# design 1

### Logic cells by family, design 1

Drawn at 4 px/um.
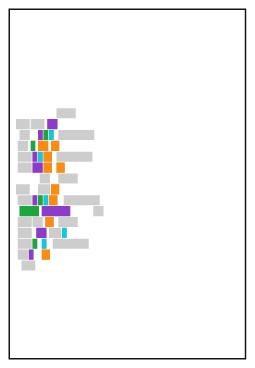

$ cat src/rtl/elastic_fork_if.sv
// rtl/elastic_fork_if.sv - producer/consumer handshake bundle for elastic_fork
interface elastic_fork_if #(
    parameter int DATA_WIDTH = 32,
    parameter int OUTPUT_NUM = 4
);
    logic [DATA_WIDTH-1:0] data_input;
    logic                  valid_input;
    logic                  stop_input;
    logic [DATA_WIDTH-1:0] data_output [OUTPUT_NUM];
    logic                  valid_output [OUTPUT_NUM];
    logic                  stop_output [OUTPUT_NUM];
    logic [OUTPUT_NUM-1:0] output_mask;
    logic                  busy;

    modport master (
        output data_input, valid_input, stop_output, output_mask,
        input  stop_input, data_output, valid_output, busy
    );

    modport slave (
        input  data_input, valid_input, stop_output, output_mask,
        output stop_input, data_output, valid_output, busy
    );
endinterface

$ cat src/rtl/elastic_fork.sv
// rtl/elastic_fork.sv - eager elastic fork broadcasting one token to masked branches
// Optional 2-entry input FIFO selected by ELASTIC_FORK_INPUT_BUFFER_EN.
module elastic_fork #(
    parameter int DATA_WIDTH = 32,
    parameter int OUTPUT_NUM = 4
) (
    input  logic          clk,
    input  logic          reset,
    elastic_fork_if.slave bus
);
    logic [OUTPUT_NUM-1:0] r_sent;
    logic [OUTPUT_NUM-1:0] w_valid;
    logic [OUTPUT_NUM-1:0] w_take;
    logic [OUTPUT_NUM-1:0] w_done;
    logic [OUTPUT_NUM-1:0] w_mask;
    logic [OUTPUT_NUM-1:0] w_stop;
    logic                  w_head_valid;
    logic [DATA_WIDTH-1:0] w_head_data;
    logic                  w_all_done;
    logic                  w_pop;

    assign w_mask = bus.output_mask;

    genvar i;
    generate
        for (i = 0; i < OUTPUT_NUM; i++) begin : g_branch
            assign w_stop[i]           = bus.stop_output[i];
            assign w_valid[i]          = w_head_valid & w_mask[i] & ~r_sent[i];
            assign w_take[i]           = w_valid[i] & ~w_stop[i];
            // A branch is satisfied if disabled, already served, or taking it now
            assign w_done[i]           = ~w_mask[i] | r_sent[i] | ~w_stop[i];
            assign bus.valid_output[i] = w_valid[i];
            assign bus.data_output[i]  = w_head_data;
        end
    endgenerate

    assign w_all_done = &w_done;
    assign w_pop      = w_head_valid & w_all_done;
    assign bus.busy   = w_head_valid;

    always_ff @(posedge clk or posedge reset) begin
        if (reset) begin
            r_sent <= '0;
        end else if (w_pop) begin
            r_sent <= '0;
        end else begin
            r_sent <= r_sent | w_take;
        end
    end

`ifdef ELASTIC_FORK_INPUT_BUFFER_EN
    logic [DATA_WIDTH-1:0] r_mem [2];
    logic                  r_wptr;
    logic                  r_rptr;
    logic [1:0]            r_count;
    logic                  r_full;
    logic                  w_push;
    logic [1:0]            w_count_next;

    assign w_push         = bus.valid_input & ~r_full;
    assign bus.stop_input = r_full;
    assign w_head_valid   = (r_count != 2'd0);
    assign w_head_data    = r_mem[r_rptr];

    always_comb begin
        w_count_next = r_count;
        if (w_push & ~w_pop) begin
            w_count_next = r_count + 2'd1;
        end else if (~w_push & w_pop) begin
            w_count_next = r_count - 2'd1;
        end
    end

    always_ff @(posedge clk) begin
        if (w_push) begin
            r_mem[r_wptr] <= bus.data_input;
        end
    end

    // Full flag is registered from the next count so stop_input has no comb path
    always_ff @(posedge clk or posedge reset) begin
        if (reset) begin
            r_wptr  <= 1'b0;
            r_rptr  <= 1'b0;
            r_count <= 2'd0;
            r_full  <= 1'b0;
        end else begin
            r_wptr  <= r_wptr ^ w_push;
            r_rptr  <= r_rptr ^ w_pop;
            r_count <= w_count_next;
            r_full  <= (w_count_next == 2'd2);
        end
    end
`else
    // Gated by reset so nothing is offered while the fork is being cleared
    assign w_head_valid   = bus.valid_input & ~reset;
    assign w_head_data    = bus.data_input;
    assign bus.stop_input = w_head_valid & ~w_all_done;
`endif
endmodule

$ cat src/flat_wrapper.sv
// flat-port wrapper written by rule: the top's interface ports become plain ports
module elastic_fork_flat 
#(
    parameter int DATA_WIDTH = 32,
    parameter int OUTPUT_NUM = 4
)
  (clk, reset, bus_data_input, bus_valid_input, bus_stop_output, bus_output_mask, bus_stop_input, bus_data_output, bus_valid_output, bus_busy);
  elastic_fork_if #(.DATA_WIDTH(DATA_WIDTH), .OUTPUT_NUM(OUTPUT_NUM)) bus_i ();
  input  logic clk;
  input  logic reset;
  input wire logic [$bits(bus_i.data_input)-1:0] bus_data_input;
  input wire logic [$bits(bus_i.valid_input)-1:0] bus_valid_input;
  input wire logic [$bits(bus_i.stop_output)-1:0] bus_stop_output;
  input wire logic [$bits(bus_i.output_mask)-1:0] bus_output_mask;
  output wire logic [$bits(bus_i.stop_input)-1:0] bus_stop_input;
  output wire logic [$bits(bus_i.data_output)-1:0] bus_data_output;
  output wire logic [$bits(bus_i.valid_output)-1:0] bus_valid_output;
  output wire logic [$bits(bus_i.busy)-1:0] bus_busy;
  assign bus_i.data_input = bus_data_input;
  assign bus_i.valid_input = bus_valid_input;
  assign bus_i.stop_output = {>>{bus_stop_output}};
  assign bus_i.output_mask = bus_output_mask;
  assign bus_stop_input = bus_i.stop_input;
  assign bus_data_output = {>>{bus_i.data_output}};
  assign bus_valid_output = {>>{bus_i.valid_output}};
  assign bus_busy = bus_i.busy;
  elastic_fork #(.DATA_WIDTH(DATA_WIDTH), .OUTPUT_NUM(OUTPUT_NUM)) u_core (.clk(clk), .reset(reset), .bus(bus_i));
endmodule
$ cat config.mk
export PLATFORM = sky130hd
export DESIGN_NAME = elastic_fork_flat
export DESIGN_NICKNAME = d
export VERILOG_FILES = /design/src/rtl/elastic_fork_if.sv /design/src/rtl/elastic_fork.sv /design/src/flat_wrapper.sv
export SDC_FILE = /design/constraint.sdc
export NUM_CORES = 1
export LEC_CHECK = 0
export CORE_ASPECT_RATIO = 1.5
export CORE_UTILIZATION = 26
export DETAILED_ROUTE_END_ITERATION = 7
export PLACE_DENSITY = 0.88
export REMOVE_ABC_BUFFERS = 1
export SLEW_MARGIN = 20
export SYNTH_ARGS = -nofsm -noshare
export SYNTH_HDL_FRONTEND = slang
export SYNTH_SLANG_ARGS = --single-unit
$ cat constraint.sdc
create_clock -name clk -period 1.81 [get_ports clk]
set_input_delay 0.181 -clock clk [delete_from_list [all_inputs] [get_ports clk]]
set_output_delay 0.181 -clock clk [all_outputs]
set_load 0.03 [all_outputs]
# design 2

===== config.mk =====
export PLATFORM = sky130hd
export DESIGN_NAME = horizontal_rocket_launcher
export DESIGN_NICKNAME = d
export VERILOG_FILES = /design/src/rtl/rocket_pkg.sv /design/src/rtl/lfsr16.sv /design/src/rtl/horizontal_rocket_launcher.sv
export SDC_FILE = /design/constraint.sdc
export NUM_CORES = 1
export LEC_CHECK = 0
export CAP_MARGIN = 20
export CORE_UTILIZATION = 62
export DETAILED_ROUTE_END_ITERATION = 12
export PLACE_DENSITY = 0.91
export SYNTH_ARGS = -nofsm -noshare
export SYNTH_HDL_FRONTEND = slang
export SYNTH_SLANG_ARGS = --single-unit
export TNS_END_PERCENT = 5

===== constraint.sdc =====
create_clock -name clk -period 3.5 [get_ports clk]
set_input_delay 0.525 -clock clk [delete_from_list [all_inputs] [get_ports clk]]
set_output_delay 0.525 -clock clk [all_outputs]
set_load 0.01 [all_outputs]

===== src/rtl/rocket_pkg.sv =====
// Shared definitions for the horizontal-rocket interface: launcher states,
// per-level cooldown table and the spawn-slot numbering used by both sides.
package rocket_pkg;

  typedef enum logic [2:0] {
    IDLE,
    COOLDOWN,
    WARN,
    FIRE,
    WAIT_ACK,
    WAIT_DONE
  } launcher_state_t;

  localparam int NUM_SPAWN_SLOTS = 4;
  localparam int SLOT_IDX_W      = $clog2(NUM_SPAWN_SLOTS);
  localparam int RAND_LOC_W      = 3;

  // Index 0 is the easiest level (longest cooldown).
  localparam logic [0:3][9:0] COOLDOWN_BASE = {10'd240, 10'd180, 10'd120, 10'd60};

  // Slots 0,1 spawn at the left edge, 2,3 at the right edge; bit2 is always 0.
  typedef enum logic [RAND_LOC_W-1:0] {
    SLOT_LEFT_0  = 3'd0,
    SLOT_LEFT_1  = 3'd1,
    SLOT_RIGHT_0 = 3'd2,
    SLOT_RIGHT_1 = 3'd3
  } spawn_slot_t;

  function automatic logic [RAND_LOC_W-1:0] slot_from_rand(input logic [SLOT_IDX_W-1:0] r);
    return {{(RAND_LOC_W-SLOT_IDX_W){1'b0}}, r};
  endfunction

endpackage


===== src/rtl/lfsr16.sv =====
// Free-running 16-bit Galois LFSR (x^16+x^14+x^13+x^11+1); an all-zero seed
// would lock up, so it is replaced by 1.
module lfsr16 #(
  parameter logic [15:0] SEED = 16'hACE1
) (
  input  logic        clk,
  input  logic        resetN,
  output logic [15:0] out
);

  localparam logic [15:0] SAFE_SEED = (SEED == 16'h0000) ? 16'h0001 : SEED;
  localparam logic [15:0] TAPS      = 16'hB400;

  logic [15:0] lfsr_q, lfsr_d;

  always_comb begin
    lfsr_d = {1'b0, lfsr_q[15:1]};
    if (lfsr_q[0]) lfsr_d = lfsr_d ^ TAPS;
  end

  always_ff @(posedge clk or negedge resetN) begin
    if (!resetN) lfsr_q <= SAFE_SEED;
    else         lfsr_q <= lfsr_d;
  end

  assign out = lfsr_q;

endmodule


===== src/rtl/horizontal_rocket_launcher.sv =====
// Decides when and from which spawn slot a horizontal rocket is fired, with a
// random per-level cooldown, a blinking pre-launch warning and an ack timeout.
module horizontal_rocket_launcher
  import rocket_pkg::*;
#(
  parameter logic [15:0] LFSR_SEED   = 16'hACE1,
  parameter int          WARN_FRAMES = 32,
  parameter int          BLINK_HALF  = 4,
  parameter int          JITTER_BITS = 6,
  parameter int          ACK_TIMEOUT = 4
) (
  input  logic       clk,
  input  logic       resetN,
  input  logic       startOfFrame,
  input  logic       isGameMode,
  input  logic [1:0] levelIndex,
  input  logic       isActiveHorizontal,
  output logic       shootPulse,
  output logic [2:0] randLoc,
  output logic       warningActive
);

  localparam int                 CNT_W     = 10;
  localparam int                 BLINK_BIT = $clog2(BLINK_HALF);
  localparam logic [CNT_W-1:0]   WARN_LOAD = CNT_W'(WARN_FRAMES - 1);
  localparam logic [CNT_W-1:0]   ACK_LOAD  = CNT_W'(ACK_TIMEOUT - 1);

  launcher_state_t  state_q, state_d;
  logic [CNT_W-1:0] frameCnt_q, frameCnt_d;
  logic [2:0]       randLoc_q, randLoc_d;
  logic             shootPulse_q, shootPulse_d;
  logic             warn_q, warn_d;
  logic [15:0]      lfsr;
  logic             frameDone;
  logic             unused_lfsr_hi;

  function automatic logic [CNT_W-1:0] cooldown_load(input logic [1:0] lvl,
                                                     input logic [JITTER_BITS-1:0] jitter);
    return COOLDOWN_BASE[lvl] + CNT_W'(jitter);
  endfunction

  // Warning is lit during even BLINK_HALF-frame windows since WARN entry.
  function automatic logic blink_off(input logic [CNT_W-1:0] cnt);
    return |(((WARN_LOAD - cnt) >> BLINK_BIT) & CNT_W'(1));
  endfunction

  lfsr16 #(.SEED(LFSR_SEED)) u_lfsr (
    .clk    (clk),
    .resetN (resetN),
    .out    (lfsr)
  );

  assign unused_lfsr_hi = ^lfsr[15:JITTER_BITS];
  assign frameDone      = startOfFrame && (frameCnt_q == '0);

  always_comb begin
    state_d    = state_q;
    frameCnt_d = frameCnt_q;
    randLoc_d  = randLoc_q;
    if (startOfFrame && (frameCnt_q != '0)) frameCnt_d = frameCnt_q - CNT_W'(1);

    case (state_q)
      IDLE: begin
        if (isGameMode) begin
          state_d    = COOLDOWN;
          frameCnt_d = cooldown_load(levelIndex, lfsr[JITTER_BITS-1:0]);
        end
      end
      COOLDOWN: begin
        // A rocket still in flight keeps the counter parked at zero.
        if (frameDone && !isActiveHorizontal) begin
          state_d    = WARN;
          randLoc_d  = slot_from_rand(lfsr[SLOT_IDX_W-1:0]);
          frameCnt_d = WARN_LOAD;
        end
      end
      WARN: begin
        if (frameDone) state_d = FIRE;
      end
      FIRE: begin
        state_d    = WAIT_ACK;
        frameCnt_d = ACK_LOAD;
      end
      WAIT_ACK: begin
        if (isActiveHorizontal) begin
          state_d = WAIT_DONE;
        end else if (frameDone) begin
          state_d    = COOLDOWN;
          frameCnt_d = cooldown_load(levelIndex, lfsr[JITTER_BITS-1:0]);
        end
      end
      WAIT_DONE: begin
        if (!isActiveHorizontal) begin
          state_d    = COOLDOWN;
          frameCnt_d = cooldown_load(levelIndex, lfsr[JITTER_BITS-1:0]);
        end
      end
      default: state_d = IDLE;
    endcase

    if (!isGameMode) state_d = IDLE;

    shootPulse_d = (state_d == FIRE);
    warn_d       = (state_d == WARN) && !blink_off(frameCnt_d);
  end

  always_ff @(posedge clk or negedge resetN) begin
    if (!resetN) begin
      state_q      <= IDLE;
      frameCnt_q   <= '0;
      randLoc_q    <= '0;
      shootPulse_q <= 1'b0;
      warn_q       <= 1'b0;
    end else begin
      state_q      <= state_d;
      frameCnt_q   <= frameCnt_d;
      randLoc_q    <= randLoc_d;
      shootPulse_q <= shootPulse_d;
      warn_q       <= warn_d;
    end
  end

  assign shootPulse    = shootPulse_q;
  assign randLoc       = randLoc_q;
  assign warningActive = warn_q;

endmodule

# design 3

===== src/rtl/mem_stage_vec.sv =====
// mem_stage_vec: memory-stage sequencer of the vector pipeline.
// Runs scalar/vector loads and stores against a byte-wide synchronous data
// memory one lane per cycle, stalling upstream while it sequences, then
// presents a registered result plus write-back controls to MEM/WB.
// Optional feature: define MEM_STRIDE_EN to enable strided addressing
// (stride = inmediato when sum_mem=1); otherwise the stride is always 1.
module mem_stage_vec #(
    parameter int LANES  = 4,
    parameter int ADDR_W = 8
) (
    input  logic                 clk,
    input  logic                 rst_n,
    input  logic                 sum_mem,
    input  logic                 sel_mem,
    input  logic                 sel_data,
    input  logic                 mem_wr,
    input  logic                 sel_wb,
    input  logic                 reg_wrv,
    input  logic                 reg_wrs,
    input  logic [LANES*8-1:0]   DATA1,
    input  logic [LANES*8-1:0]   ALU,
    input  logic [2:0]           dir_dest,
    input  logic [7:0]           inmediato,
    output logic [ADDR_W-1:0]    mem_addr,
    output logic [7:0]           mem_wdata,
    output logic                 mem_we,
    input  logic [7:0]           mem_rdata,
    output logic                 stall,
    output logic [LANES*8-1:0]   result_out,
    output logic [2:0]           dir_dest_out,
    output logic                 sel_wb_out,
    output logic                 reg_wrv_out,
    output logic                 reg_wrs_out,
    output logic                 out_valid
);

    localparam int W  = LANES * 8;
    localparam int LW = (LANES > 1) ? $clog2(LANES) : 1;

    typedef enum logic [1:0] {IDLE, ACCESS, DRAIN, RESP} state_t;

    state_t            r_state;
    logic [LW-1:0]     r_lane;
    logic              r_vec;
    logic              r_store;
    logic              r_wb;
    logic              r_wrv;
    logic              r_wrs;
    logic [2:0]        r_dir;
    logic [W-1:0]      r_alu;
    logic [W-1:0]      r_sdata;
    logic [W-1:0]      r_load;
    logic [ADDR_W-1:0] r_stride;

    logic              w_memop;
    logic              w_wb;
    logic [W-1:0]      w_src;
    logic [ADDR_W-1:0] w_stride;
    logic [LW-1:0]     w_last;
    logic [LW-1:0]     w_lane_nxt;
    logic [LW-1:0]     w_lane_prv;
    logic              w_is_last;

    assign w_memop    = mem_wr | sel_wb;
    // A combined store+load request is treated as a store: no memory write-back.
    assign w_wb       = sel_wb & ~mem_wr;
    assign w_src      = sel_data ? DATA1 : {LANES{inmediato}};
    assign w_last     = r_vec ? LW'(LANES - 1) : '0;
    assign w_is_last  = (r_lane == w_last);
    assign w_lane_nxt = r_lane + 1'b1;
    assign w_lane_prv = r_lane - 1'b1;

`ifdef MEM_STRIDE_EN
    assign w_stride = sum_mem ? ADDR_W'(inmediato) : ADDR_W'(1);
`else
    logic w_unused_sum;
    assign w_unused_sum = sum_mem;
    assign w_stride     = ADDR_W'(1);
`endif

    // Upstream freeze: held while sequencing and while a memory op waits in IDLE.
    assign stall = (r_state == ACCESS) || (r_state == DRAIN) ||
                   ((r_state == IDLE) && w_memop);

    // Sequencer FSM with registered memory port and result outputs.
    always_ff @(posedge clk or negedge rst_n) begin
        if (!rst_n) begin
            r_state      <= IDLE;
            r_lane       <= '0;
            r_vec        <= 1'b0;
            r_store      <= 1'b0;
            r_wb         <= 1'b0;
            r_wrv        <= 1'b0;
            r_wrs        <= 1'b0;
            r_dir        <= '0;
            r_alu        <= '0;
            r_sdata      <= '0;
            r_load       <= '0;
            r_stride     <= '0;
            mem_addr     <= '0;
            mem_wdata    <= '0;
            mem_we       <= 1'b0;
            result_out   <= '0;
            dir_dest_out <= '0;
            sel_wb_out   <= 1'b0;
            reg_wrv_out  <= 1'b0;
            reg_wrs_out  <= 1'b0;
            out_valid    <= 1'b0;
        end else begin
            out_valid <= 1'b0;
            case (r_state)
                IDLE: begin
                    if (w_memop) begin
                        r_vec     <= sel_mem;
                        r_store   <= mem_wr;
                        r_wb      <= w_wb;
                        r_wrv     <= reg_wrv;
                        r_wrs     <= reg_wrs;
                        r_dir     <= dir_dest;
                        r_alu     <= ALU;
                        r_sdata   <= w_src;
                        r_load    <= '0;
                        r_stride  <= w_stride;
                        r_lane    <= '0;
                        mem_addr  <= ALU[ADDR_W-1:0];
                        mem_wdata <= w_src[7:0];
                        mem_we    <= mem_wr;
                        r_state   <= ACCESS;
                    end else begin
                        result_out   <= ALU;
                        dir_dest_out <= dir_dest;
                        sel_wb_out   <= w_wb;
                        reg_wrv_out  <= reg_wrv;
                        reg_wrs_out  <= reg_wrs;
                        out_valid    <= 1'b1;
                    end
                end
                ACCESS: begin
                    // Byte returned now belongs to the address issued last cycle.
                    if (!r_store && (r_lane != '0))
                        r_load[{w_lane_prv, 3'b000} +: 8] <= mem_rdata;
                    if (w_is_last) begin
                        mem_we  <= 1'b0;
                        r_state <= r_store ? RESP : DRAIN;
                    end else begin
                        r_lane    <= w_lane_nxt;
                        mem_addr  <= mem_addr + r_stride;
                        mem_wdata <= r_sdata[{w_lane_nxt, 3'b000} +: 8];
                    end
                end
                DRAIN: begin
                    r_load[{r_lane, 3'b000} +: 8] <= mem_rdata;
                    r_state <= RESP;
                end
                RESP: begin
                    result_out   <= r_store ? r_alu : r_load;
                    dir_dest_out <= r_dir;
                    sel_wb_out   <= r_wb;
                    reg_wrv_out  <= r_wrv;
                    reg_wrs_out  <= r_wrs;
                    out_valid    <= 1'b1;
                    r_state      <= IDLE;
                end
                default: r_state <= IDLE;
            endcase
        end
    end

endmodule


===== config.mk =====
export PLATFORM = sky130hd
export DESIGN_NAME = mem_stage_vec
export DESIGN_NICKNAME = d
export VERILOG_FILES = /design/src/rtl/mem_stage_vec.sv
export SDC_FILE = /design/constraint.sdc
export NUM_CORES = 1
export LEC_CHECK = 0
export ABC_AREA = 1
export CORE_MARGIN = 4
export CORE_UTILIZATION = 40
export DETAILED_ROUTE_END_ITERATION = 16
export GPL_ROUTABILITY_DRIVEN = 0
export PLACE_DENSITY = 0.73
export SLEW_MARGIN = 20
export SYNTH_ARGS = -nofsm -noshare
export SYNTH_HDL_FRONTEND = slang
export SYNTH_SLANG_ARGS = --single-unit

===== constraint.sdc =====
create_clock -name clk -period 2.15 [get_ports clk]
set_input_delay 0.3225 -clock clk [delete_from_list [all_inputs] [get_ports clk]]
set_output_delay 0.3225 -clock clk [all_outputs]
set_load 0.05 [all_outputs]

# design 4

<file path="config.mk">
export PLATFORM = sky130hd
export DESIGN_NAME = if_fetch_unit
export DESIGN_NICKNAME = d
export VERILOG_FILES = /design/src/rtl/mips_pkg.sv /design/src/rtl/fetch_fifo.sv /design/src/rtl/if_fetch_unit.sv
export SDC_FILE = /design/constraint.sdc
export NUM_CORES = 1
export LEC_CHECK = 0
export ABC_AREA = 1
export CAP_MARGIN = 25
export CORE_MARGIN = 8
export CORE_UTILIZATION = 53
export CTS_BUF_LIST = sky130_fd_sc_hd__clkbuf_8
export DETAILED_ROUTE_END_ITERATION = 16
export PLACE_DENSITY = 0.86
export SETUP_SLACK_MARGIN = 0.02
export SKIP_LAST_GASP = 1
export SLEW_MARGIN = 5
export SYNTH_ARGS = -nofsm -noshare
export SYNTH_HDL_FRONTEND = slang
export SYNTH_SLANG_ARGS = --single-unit
</file>
<file path="constraint.sdc">
create_clock -name clk -period 6.95 [get_ports clk]
set_input_delay 1.39 -clock clk [delete_from_list [all_inputs] [get_ports clk]]
set_output_delay 1.39 -clock clk [all_outputs]
set_load 0.02 [all_outputs]
</file>
<file path="src/rtl/mips_pkg.sv">
// Shared types for the MIPS front end: opcodes seen by the control unit,
// fetch FSM states and the prefetch buffer entry layout.
package mips_pkg;

  typedef enum logic [5:0] {
    OP_RTYPE = 6'h00,
    OP_J     = 6'h02,
    OP_BEQ   = 6'h04,
    OP_BNE   = 6'h05,
    OP_ADDI  = 6'h08,
    OP_LW    = 6'h23,
    OP_SW    = 6'h2B
  } opcode_e;

  typedef enum logic [1:0] {
    BOOT,
    RUN,
    DRAIN
  } fetch_state_e;

  typedef struct packed {
    logic [31:0] instr;
    logic [31:0] pc_plus4;
  } fetch_entry_t;

endpackage

</file>
<file path="src/rtl/fetch_fifo.sv">
// First-word-fall-through prefetch buffer; flush empties it in one cycle
// and takes priority over push and pop.
module fetch_fifo
  import mips_pkg::*;
#(
  parameter int DEPTH = 4,
  parameter int CNT_W = 3
) (
  input  logic             clk,
  input  logic             reset,
  input  logic             push,
  input  fetch_entry_t     push_data,
  input  logic             pop,
  input  logic             flush,
  output fetch_entry_t     head,
  output logic [CNT_W-1:0] count,
  output logic             empty
);

  localparam int PTR_W = $clog2(DEPTH);
  localparam logic [CNT_W-1:0] FULL = CNT_W'(DEPTH);

  fetch_entry_t mem [DEPTH];
  logic [PTR_W-1:0] rd_ptr_reg, wr_ptr_reg;
  logic [CNT_W-1:0] count_reg;
  logic do_push, do_pop;

  assign do_push = push & ~flush & (count_reg != FULL);
  assign do_pop  = pop & ~flush & (count_reg != '0);

  // Storage carries no reset; only pointers and occupancy are cleared.
  always_ff @(posedge clk) begin
    if (do_push) mem[wr_ptr_reg] <= push_data;
  end

  always_ff @(posedge clk) begin
    if (!reset || flush) begin
      rd_ptr_reg <= '0;
      wr_ptr_reg <= '0;
      count_reg  <= '0;
    end else begin
      if (do_push) wr_ptr_reg <= wr_ptr_reg + PTR_W'(1);
      if (do_pop)  rd_ptr_reg <= rd_ptr_reg + PTR_W'(1);
      count_reg <= count_reg + CNT_W'(do_push) - CNT_W'(do_pop);
    end
  end

  assign head  = mem[rd_ptr_reg];
  assign count = count_reg;
  assign empty = (count_reg == '0);

endmodule

</file>
<file path="src/rtl/if_fetch_unit.sv">
// Instruction fetch stage: PC generation, credit-limited imem requests, FWFT
// buffering to decode, jump/branch redirects. FETCH_PERF_EN adds perf counters.
module if_fetch_unit
  import mips_pkg::*;
#(
  parameter int          DEPTH    = 4,
  parameter logic [31:0] RESET_PC = 32'h0000_0000,
  parameter int          CNT_W    = 3
) (
  input  logic        clk,
  input  logic        reset,
  output logic        imem_req_valid,
  input  logic        imem_req_ready,
  output logic [31:0] imem_addr,
  input  logic        imem_resp_valid,
  input  logic [31:0] imem_resp_data,
  output logic        id_valid,
  input  logic        id_ready,
  output logic [31:0] id_instr,
  output logic [31:0] id_pc_plus4,
  input  logic        id_jump,
  input  logic [25:0] id_jump_index,
  input  logic        ex_branch,
  input  logic        ex_beq_flag,
  input  logic        ex_zero,
  input  logic [31:0] ex_branch_target
`ifdef FETCH_PERF_EN
  ,
  output logic [31:0] perf_fetched,
  output logic [31:0] perf_redirects,
  output logic [31:0] perf_stall
`endif
);

  localparam logic [CNT_W:0] DEPTH_C = (CNT_W+1)'(DEPTH);

  fetch_state_e     state_reg, state_next;
  logic [31:0]      fetch_pc_reg, fetch_pc_next;
  logic [CNT_W-1:0] outstanding_reg, outstanding_next;
  logic [CNT_W-1:0] drop_reg, drop_next;
  logic [CNT_W-1:0] fifo_count;
  logic [CNT_W:0]   credit_used;
  logic             fifo_empty, push, pop, accept, resp_ok, discard;
  logic             branch_taken, jump_taken, redirect;
  logic [31:0]      redirect_target, resp_pc;
  fetch_entry_t     head, push_entry;

  always_comb begin
    branch_taken    = ex_branch & (ex_beq_flag ? ex_zero : ~ex_zero);
    jump_taken      = id_jump & id_valid;
    redirect        = (state_reg != BOOT) & (branch_taken | jump_taken);
    // The branch sits in EX and is older than the jump in ID, so it wins.
    redirect_target = branch_taken ? ex_branch_target
                                   : {id_pc_plus4[31:28], id_jump_index, 2'b00};

    credit_used    = {1'b0, fifo_count} + {1'b0, outstanding_reg};
    imem_req_valid = (state_reg == RUN) & ~redirect & (credit_used < DEPTH_C);
    accept         = imem_req_valid & imem_req_ready;

    // Responses with nothing outstanding belong to pre-reset requests.
    resp_ok          = imem_resp_valid & (state_reg != BOOT) & (outstanding_reg != '0);
    discard          = resp_ok & (drop_reg != '0);
    outstanding_next = outstanding_reg + CNT_W'(accept) - CNT_W'(resp_ok);

    // With drop clear, outstanding requests are the words just below fetch_pc.
    resp_pc    = fetch_pc_reg - 32'({outstanding_reg, 2'b00});
    push_entry = '{instr: imem_resp_data, pc_plus4: resp_pc + 32'd4};
    push       = resp_ok & ~discard & (state_reg == RUN) & ~redirect;
    pop        = id_valid & id_ready & ~redirect;

    drop_next     = redirect ? outstanding_next
                             : (discard ? drop_reg - CNT_W'(1) : drop_reg);
    fetch_pc_next = redirect ? redirect_target
                             : (accept ? fetch_pc_reg + 32'd4 : fetch_pc_reg);

    state_next = state_reg;
    case (state_reg)
      BOOT:    state_next = RUN;
      RUN:     if (redirect && outstanding_next != '0) state_next = DRAIN;
      DRAIN:   if (drop_next == '0) state_next = RUN;
      default: state_next = BOOT;
    endcase
  end

  always_ff @(posedge clk) begin
    if (!reset) begin
      state_reg       <= BOOT;
      fetch_pc_reg    <= RESET_PC;
      outstanding_reg <= '0;
      drop_reg        <= '0;
    end else begin
      state_reg       <= state_next;
      fetch_pc_reg    <= fetch_pc_next;
      outstanding_reg <= outstanding_next;
      drop_reg        <= drop_next;
    end
  end

  fetch_fifo #(
    .DEPTH (DEPTH),
    .CNT_W (CNT_W)
  ) u_fifo (
    .clk       (clk),
    .reset     (reset),
    .push      (push),
    .push_data (push_entry),
    .pop       (pop),
    .flush     (redirect),
    .head      (head),
    .count     (fifo_count),
    .empty     (fifo_empty)
  );

  assign imem_addr   = fetch_pc_reg;
  assign id_valid    = ~fifo_empty;
  assign id_instr    = id_valid ? head.instr : '0;
  assign id_pc_plus4 = id_valid ? head.pc_plus4 : '0;

`ifdef FETCH_PERF_EN
  logic [31:0] perf_fetched_reg, perf_redirects_reg, perf_stall_reg;

  always_ff @(posedge clk) begin
    if (!reset) begin
      perf_fetched_reg   <= '0;
      perf_redirects_reg <= '0;
      perf_stall_reg     <= '0;
    end else begin
      if (pop)                   perf_fetched_reg   <= perf_fetched_reg + 32'd1;
      if (redirect)              perf_redirects_reg <= perf_redirects_reg + 32'd1;
      if (id_ready && !id_valid) perf_stall_reg     <= perf_stall_reg + 32'd1;
    end
  end

  assign perf_fetched   = perf_fetched_reg;
  assign perf_redirects = perf_redirects_reg;
  assign perf_stall     = perf_stall_reg;
`else
  // Counters are absent in this build.
`endif

endmodule

</file>
### Wiring heat map, design 1

Drawn at 3 px/um. The die is cut into 12 by 17 equal tiles; dark purple is low, yellow is high, scaled to the fullest tile. Values are wire area over tile area, all layers added.
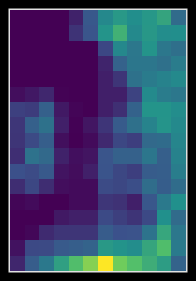
The emptiest ninth of the die: top left. 20% of the tiles are nearly empty. The mean over all tiles is 0.22.
Via Count: 558
global router's overall resource usage: 21.9%
average detailed-routed wire length per instance: 50.8 um
Total Wirelength: 5890 um

About 'Logic cells by family' of design 1:
Key: inv cells = cyan [cells 5, most used inv_1, where left middle]; nand cells = purple [cells 8, most used nand2_1, where left middle]; aoi and oai cells = orange [cells 9, most used a31oi_1, where left middle]; nor cells = green [cells 5, most used nor2_1, where left middle]
post-route non-filler standard cell count: 116
multi-input gate share of the layout cell area: 29.5%
most frequent standard cell in the layout excluding fill and tap cells: clkdlybuf4s50_1

==> results.toml, design 1 <==
# synthesis and place-and-route metrics
[power]
total_power_w = 0.000427
worst_ir_drop_vdd_mv = 0.309

[outcome]
run_status = "finished, final reports clean"

[cells_and_area]
dominant-cell-class = "combinational gates"
nNonClkInverters = 5
area_growth_syn_to_layout_pct = -56.3
logic_gates = 24

[placement]
gp_congestion = 0.750

[timing]
f_max_ghz = 0.661
rsz0062_at_grt = "no"
finalWorstSetupSlack_ns = 0.296

[cts]
clkSinkCount = 4
postCtsSetupBuffers = 0

[worst_setup_path]
worstReg2RegEnd = "u_core.r_sent[1]$_DFF_PP0_"

[routing]
met2_wirelength_um = 3370

[yosys]
ys_cells = 162
## design 1: cells in the mapped netlist
library cell and instances:
a21boi_1 1, a31oi_1 8, and2_4 2, buf_4 128, buf_6 1, dfrtp_1 4, inv_1 5, nand2_1 4
nand3b_1 3, nand3b_4 1, nor2_1 4, nor2b_4 1
## design 1: logic make-up after synthesis
logic type             synth area share, %
buffers and inverters                 79.1
and+or+nand+nor                       8.29
AOI/OAI and AO/OA                     4.60
DFF                                   7.99
## design 1: per-stage QoR
stage | std cells | hold slack [ns]
6_report | 116 | 0.249
5_1_grt | 116 | 0.268
4_1_cts | 116 | 0.262
3_5_place_dp | 113 | 0.363
3_3_place_gp | 113 | 0.363
2_1_floorplan | 33 | -0.0529
## design 1: how the worst max path moves through the flow
stage,endpoint,slack [ns],cells after the start
floorplan,bus_stop_input,0.44,3
global placement,bus_stop_input,0.32,4
CTS,bus_stop_input,0.28,4
detailed placement,bus_stop_input,0.29,4
finish,bus_stop_input,0.30,4
global route,bus_valid_output[2],0.19,5
## design 1: where the power goes
part	total, W	switching [W]	internal [W]
registers	0.000121	0.0000135	0.000108
clock network	0.000190	0.0000479	0.000142
logic	0.000116	0.0000535	0.0000627
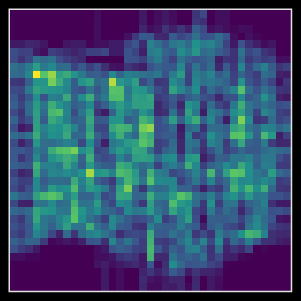
*Wiring heat map, design 4*
Drawn at 1.5 px/um. The die is cut into 37 by 37 equal tiles; dark purple is low, yellow is high, scaled to the fullest tile. Values are wire area over tile area, all layers added.
The fullest tile reaches 0.71. 14% of the tiles are over half the peak. 17% of the tiles are nearly empty. The mean over all tiles is 0.19.

### Layout detail, design 4

Region (79, 79) to (109, 109) um. Cells in grey, sequential cells in the stronger grey; small squares are vias.
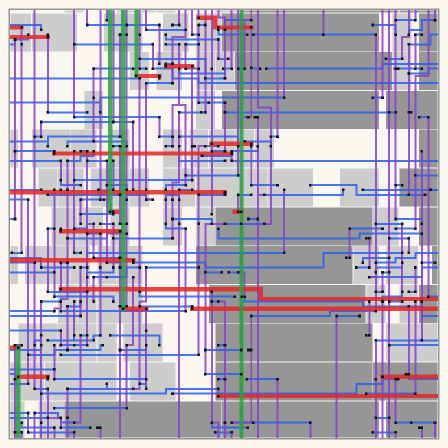
Key: M3 = red; M1 = blue; M2 = purple; M4 = green
Sequential cells in the window: 10. Most frequent: nand2_1 (13), edfxtp_1 (10), nor2_1 (9). Netlist names of flops here include u_fifo.mem (10). 68 logic cells have their middle in the window.

==> results.toml, design 4 <==
# synthesis and place-and-route metrics
[yosys]
ys_cells = 1622
yosys_warnings = 0
mappedNetlistArea_um2 = 15500

[power]
leakage_nw = 7.07
power_report.internal_total_w = 0.00459
power.share.switching_pct = 42.7

[outcome]
run_status = "finished, final reports clean"

[cts]
root_buffer = "clkbuf_8"
clkLatencyLatePin_ns = 0.58
cts_made_buffers = 47

[placement]
port_buffers = 196

[global_routing]
antenna_violations_before_repair = 0

[routing]
drtIter0Drc = 1135
drc_errors = 0

[timing]
f_max_ghz = 0.196
[design 4: layer usage]
| layer | track usage, % | share of wire (%) | up-vias |
|---|---|---|---|
| met5 | 0 | 0 | - |
| met1 | 28.3 | 41 | 5813 |
| met4 | 7.79 | 2.9 | 0 |
| met2 | 36.7 | 47 | 595 |
| met3 | 5.35 | 8.9 | 97 |
| li1 | - | - | 5923 |
[design 4: area by class of cell]
cell class / instances / area (um^2) / area share, %
flip-flops and latches: 305 / 8670 / 46.4
well taps: 384 / 480 / 2.57
clock buffers: 47 / 647 / 3.46
repair buffers: 209 / 2080 / 11.1
multi-input cells: 1136 / 6100 / 32.6
clock inverters: 38 / 279 / 1.49
inverters: 111 / 422 / 2.26
[design 4: worst max-delay path, cell delays in order]
cell	delay [ns]
clkdlybuf4s50_1	0.48
inv_1	0.04
nand2_1	0.07
nand3_2	0.48
nand2_4	0.26
nand2_8	0.20
nand2_4	0.15
nor2_8	0.05
clkdlybuf4s50_1	0.56
[design 4: logic make-up (layout without fill, tap and decap cells)]
family	after synthesis	in the layout
xor+xnor	44	44
flops	305	305
simple gates	665	665
buf+inv	181	405
fa+ha+maj	72	72
compound gates	355	355
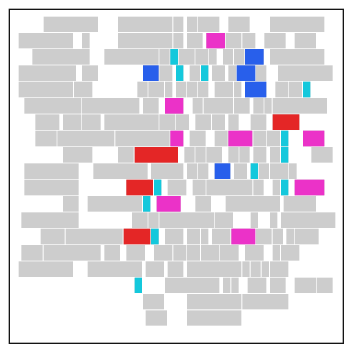
*Logic cells by family, design 2*
Drawn at 6 px/um.
Key: non-inverting ao/oa cells = blue [cells 5, most used o31a_1]; fa/ha/maj cells = red [cells 4, most used ha_1]; inv cells = cyan [cells 12, most used inv_1]; and/or cells = magenta [cells 8, most used or4_4]
most frequent standard cell in the layout excluding fill and tap cells: dfrtp_1
multi-input gate share of the layout cell area: 43.9%

==> results.toml, design 2 <==
# synthesis and place-and-route metrics
[global_routing]
total_congestion_overflow_after_global_routing = 0
grt_pass1_wl_um = 5770
pin_count_of_the_biggest_net_entering_global_routing = 34

[floorplanning]
floorplan.initialDensity_pct = 64.7
die_w_um = 55.4
io_pins = 12

[cells_and_area]
area_growth_syn_to_layout_pct = 10.5
multiInputGateArea_um2 = 858
clockBufferCount = 7

[yosys]
synth-compound-area-share_pct = 15.3
mappedNetlistArea_um2 = 1770
postSynthSeqShare_pct = 47.2
yosys.area_share.xor_xnor_pct = 6.44

[worst_setup_path]
crit_path_end_kind = "flop"
worstReg2RegEnd = "warningActive$_DFF_PN0_"
crit_chain = "inv_1, ha_1, nor4b_2, nand4_1, a221oi_2, o211ai_1, and4_1"

[power]
leakage_nw = 0.802
worst_ir_drop_vdd_mv = 0.333
power_report.internal_total_w = 0.000595

[outcome]
run_status = "finished, final reports clean"

[cts]
cts_htree_levels = 2

[timing]
f_max_ghz = 0.424

[routing]
firstDrtPassIters = 4
met2_wirelength_um = 1670

[hold_path]
hold_path.startpoint = "u_lfsr.out[7]$_DFF_PN1_"

[job]
stage_log_warnings = 26
[design 2: through the flow]
step	hold WS [ns]	setup slack [ns]	utilization, %
after floorplan	0.229	1.40	-
after global placement	0.341	0.912	69.0
after detailed placement	0.341	0.854	69.0
after CTS	0.361	1.14	71.5
after global routing	0.363	0.914	71.5
final	0.360	1.14	71.5
[design 2: registers in the layout (all words and copies together) (netlist names)]
signal         flops
frameCnt_q        10
randLoc            2
shootPulse         1
state_q            3
u_lfsr.out        16
warningActive      1
[design 2: layout by cell type, fill, tap and decap left out, types with 2 or more instances in the layout]
cell type and count:
nand4_1 3, o211ai_1 4, nor3b_1 2, a211oi_1 2, dfstp_2 8, clkbuf_8 2
nand2_1 7, clkbuf_4 5, inv_1 12, clkdlybuf4s50_1 10, ha_1 3, or4_4 2
o31a_1 2, nand2b_1 5, nand3b_1 4, nor3_1 6, nand3_1 4, a21oi_1 9
o21ai_0 7, nor4_1 2, xnor2_1 5, mux2_2 2, nor4_4 2, dfrtp_1 25
xor2_1 8, o22ai_1 3, a21boi_0 2, a31oi_1 2, nor2_1 9
### Logic cells by family, design 3

Drawn at 2 px/um.
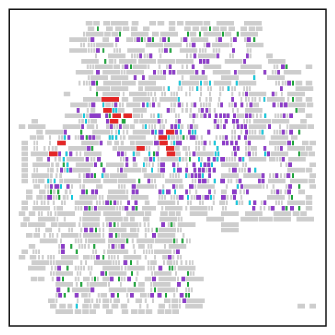
Key: nor cells = green [cells 80, most used nor2_1, where widely spread]; aoi and oai cells = purple [cells 259, most used o21ai_0]; inv cells = cyan [cells 70, most used inv_1]; fa/ha/maj cells = red [cells 13, most used ha_1]
most frequent standard cell in the layout excluding fill and tap cells: nand2_1
multi-input gate share of the layout cell area: 37.3%
post-route non-filler standard cell count: 1685

### Routed metal, one colour a layer, design 3

Drawn at 2 px/um. Two of the layers only.
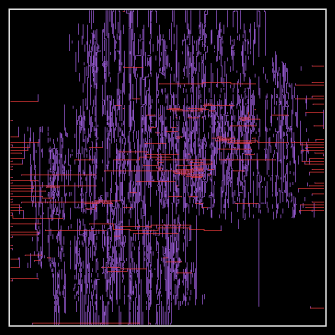
Key: M2 = purple [wire length 11800 um]; M3 = red [wire length 1580 um]
Via Count: 8724
average detailed-routed wire length per instance: 15.0 um
global router's overall resource usage: 20.3%
Total Wirelength: 25200 um

==> results.toml, design 3 <==
# synthesis and place-and-route metrics
[outcome]
run_status = "finished, final reports clean"

[cts]
cts_htree_levels = 4
postCtsSetupBuffers = 0
cts_made_buffers = 17

[routing]
firstDrtPassIters = 8
viasPerCell = 5.18
drt.antenna.violating_nets = 0

[timing]
f_max_ghz = 0.481
final.hold.worst_slack_ns = 0.418
setup_viol_count_final = 0
worst_slew_slack_as_a_fraction_of_its_limit_pct = 62.6
tns_ns = 0

[floorplanning]
dieHeight_um = 158
row_count = 54

[power]
comb_power_w = 0.0100
power.combinational.fraction_pct = 53.8
share_seq_of_total_power_pct = 28.7

[worst_setup_path]
crit_arrival_ns = 1.76

[cells_and_area]
nNonClkBuffers = 179
design.final.nets = 1497
post_route_cells_drive_above_1_share_pct = 5.77

[yosys]
number_of_flops_mapped_to_enable_cells_by_yosys = 0
[design 3: routing by layer]
layer / track usage (%) / routed length (um)
met5: 0 / 0
met4: 5.61 / 415
met3: 4.46 / 1580
met2: 32.3 / 11800
met1: 28.1 / 11500
[design 3: how the worst max path moves through the flow]
stage	start	endpoint	cells past startpoint
after floorplan	r_state[0]$_DFFE_PN0P_	stall	6
after global placement	r_lane[0]$_DFFE_PN0P_	r_load[29]$_DFFE_PN0P_	9
after detailed placement	mem_wr	r_stride[0]$_DFFE_PN0P_	7
after CTS	r_state[0]$_DFFE_PN0P_	stall	5
after global routing	r_lane[0]$_DFFE_PN0P_	r_load[29]$_DFFE_PN0P_	9
final	mem_addr[2]$_DFFE_PN0P_	mem_addr[2]	1
[design 3: cells in the mapped netlist, types with 3 or more instances]
master / n
a31oi_1: 69
nand2_1: 574
a21oi_1: 72
inv_2: 6
nor2_1: 79
o21ai_0: 98
buf_1: 9
o211ai_1: 16
inv_1: 64
nand3_1: 27
buf_4: 3
ha_1: 13
buf_2: 28
clkbuf_1: 34
dfrtp_1: 165
[design 3: repair_timing]
item,CTS,global route
hold endpoints to repair,50,0
hold buffers,1,0
gates resized,2,3
setup endpoints to repair,1,2

==> screenshots <==
Cell outlines without signal wires.
(a)
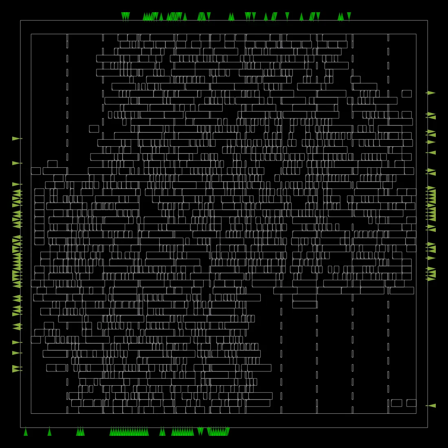
(b)
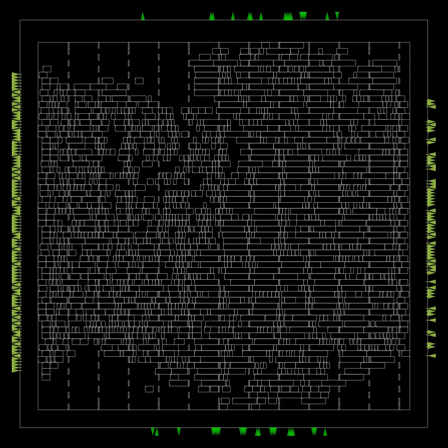
(c)
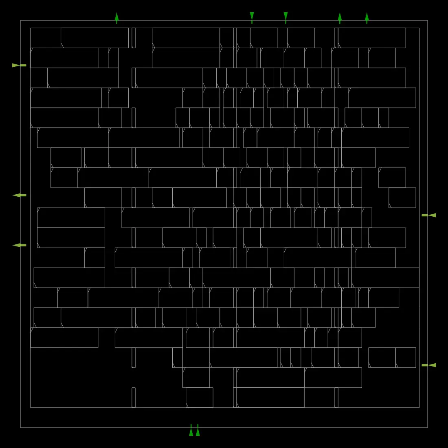
(d)
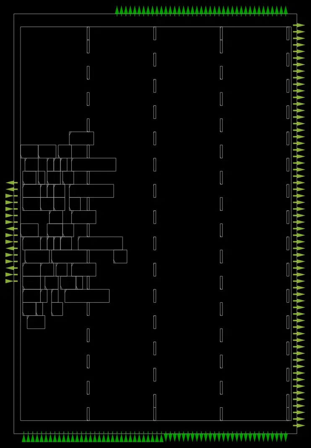
| from | picture |
|---|---|
| design 1 | (d) |
| design 3 | (a) |
| design 2 | (c) |
| design 4 | (b) |
- fewest sequential cells: (d)
- most sequential cells: (b)



## Gallery

Routed metal, one colour a layer.
shot_01.png
Drawn at 2 px/um. Two of the layers only.
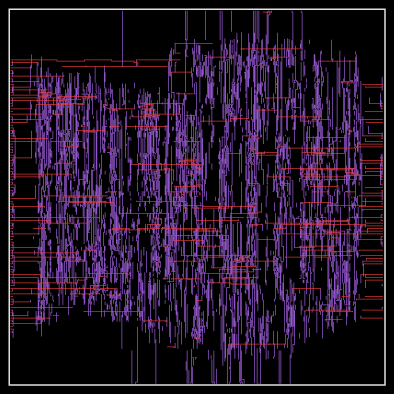
shot_02.png
Drawn at 6 px/um. Two of the layers only.
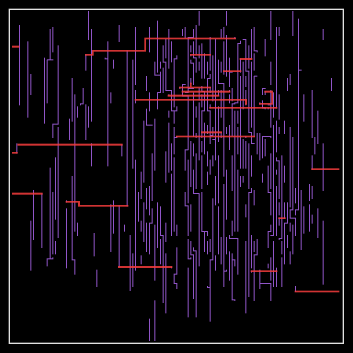
shot_03.png
Drawn at 4 px/um. Two of the layers only.
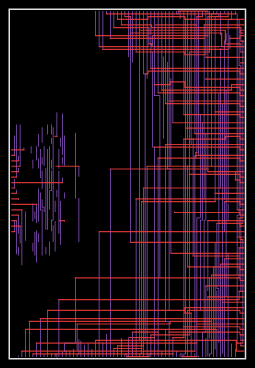
- largest die: shot_01.png
| picture | from |
|---|---|
| shot_01.png | design 4 |
| shot_02.png | design 2 |
| shot_03.png | design 1 |


==> layout pictures side by side <==
Layout detail.
panel A
Region (14, 29) to (44, 59) um. Cells in grey, sequential cells in the stronger grey; small squares are vias.
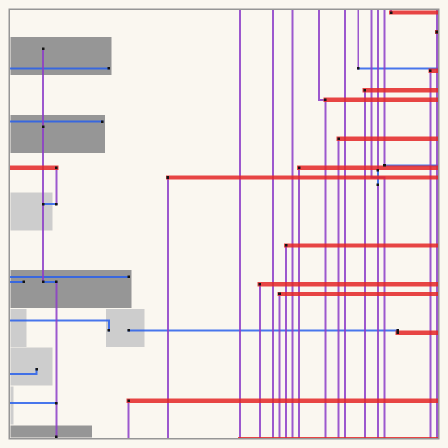
panel B
Region (13, 13) to (43, 43) um. Cells in grey, sequential cells in the stronger grey; small squares are vias.
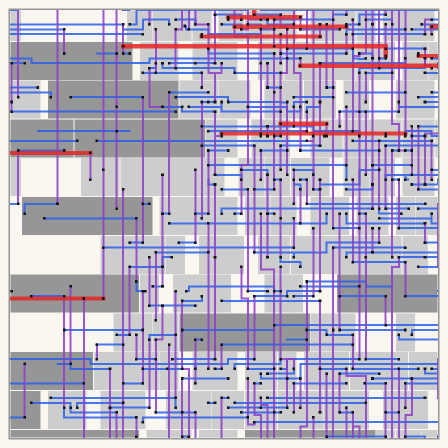
panel C
Region (64, 64) to (94, 94) um. Cells in grey, sequential cells in the stronger grey; small squares are vias.
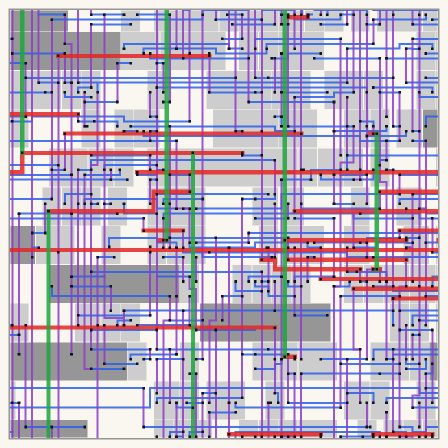
| from | picture |
|---|---|
| design 2 | panel B |
| design 3 | panel C |
| design 1 | panel A |

Key to panel C:
Key: M1 = blue; M3 = red; M2 = purple; M4 = green
93 logic cells have their middle in the window. Most frequent: nand2_1 (37), inv_1 (10). Sequential cells in the window: 4. Netlist names of flops here include r_load (4).

Power and IR drop assume default switching activity.
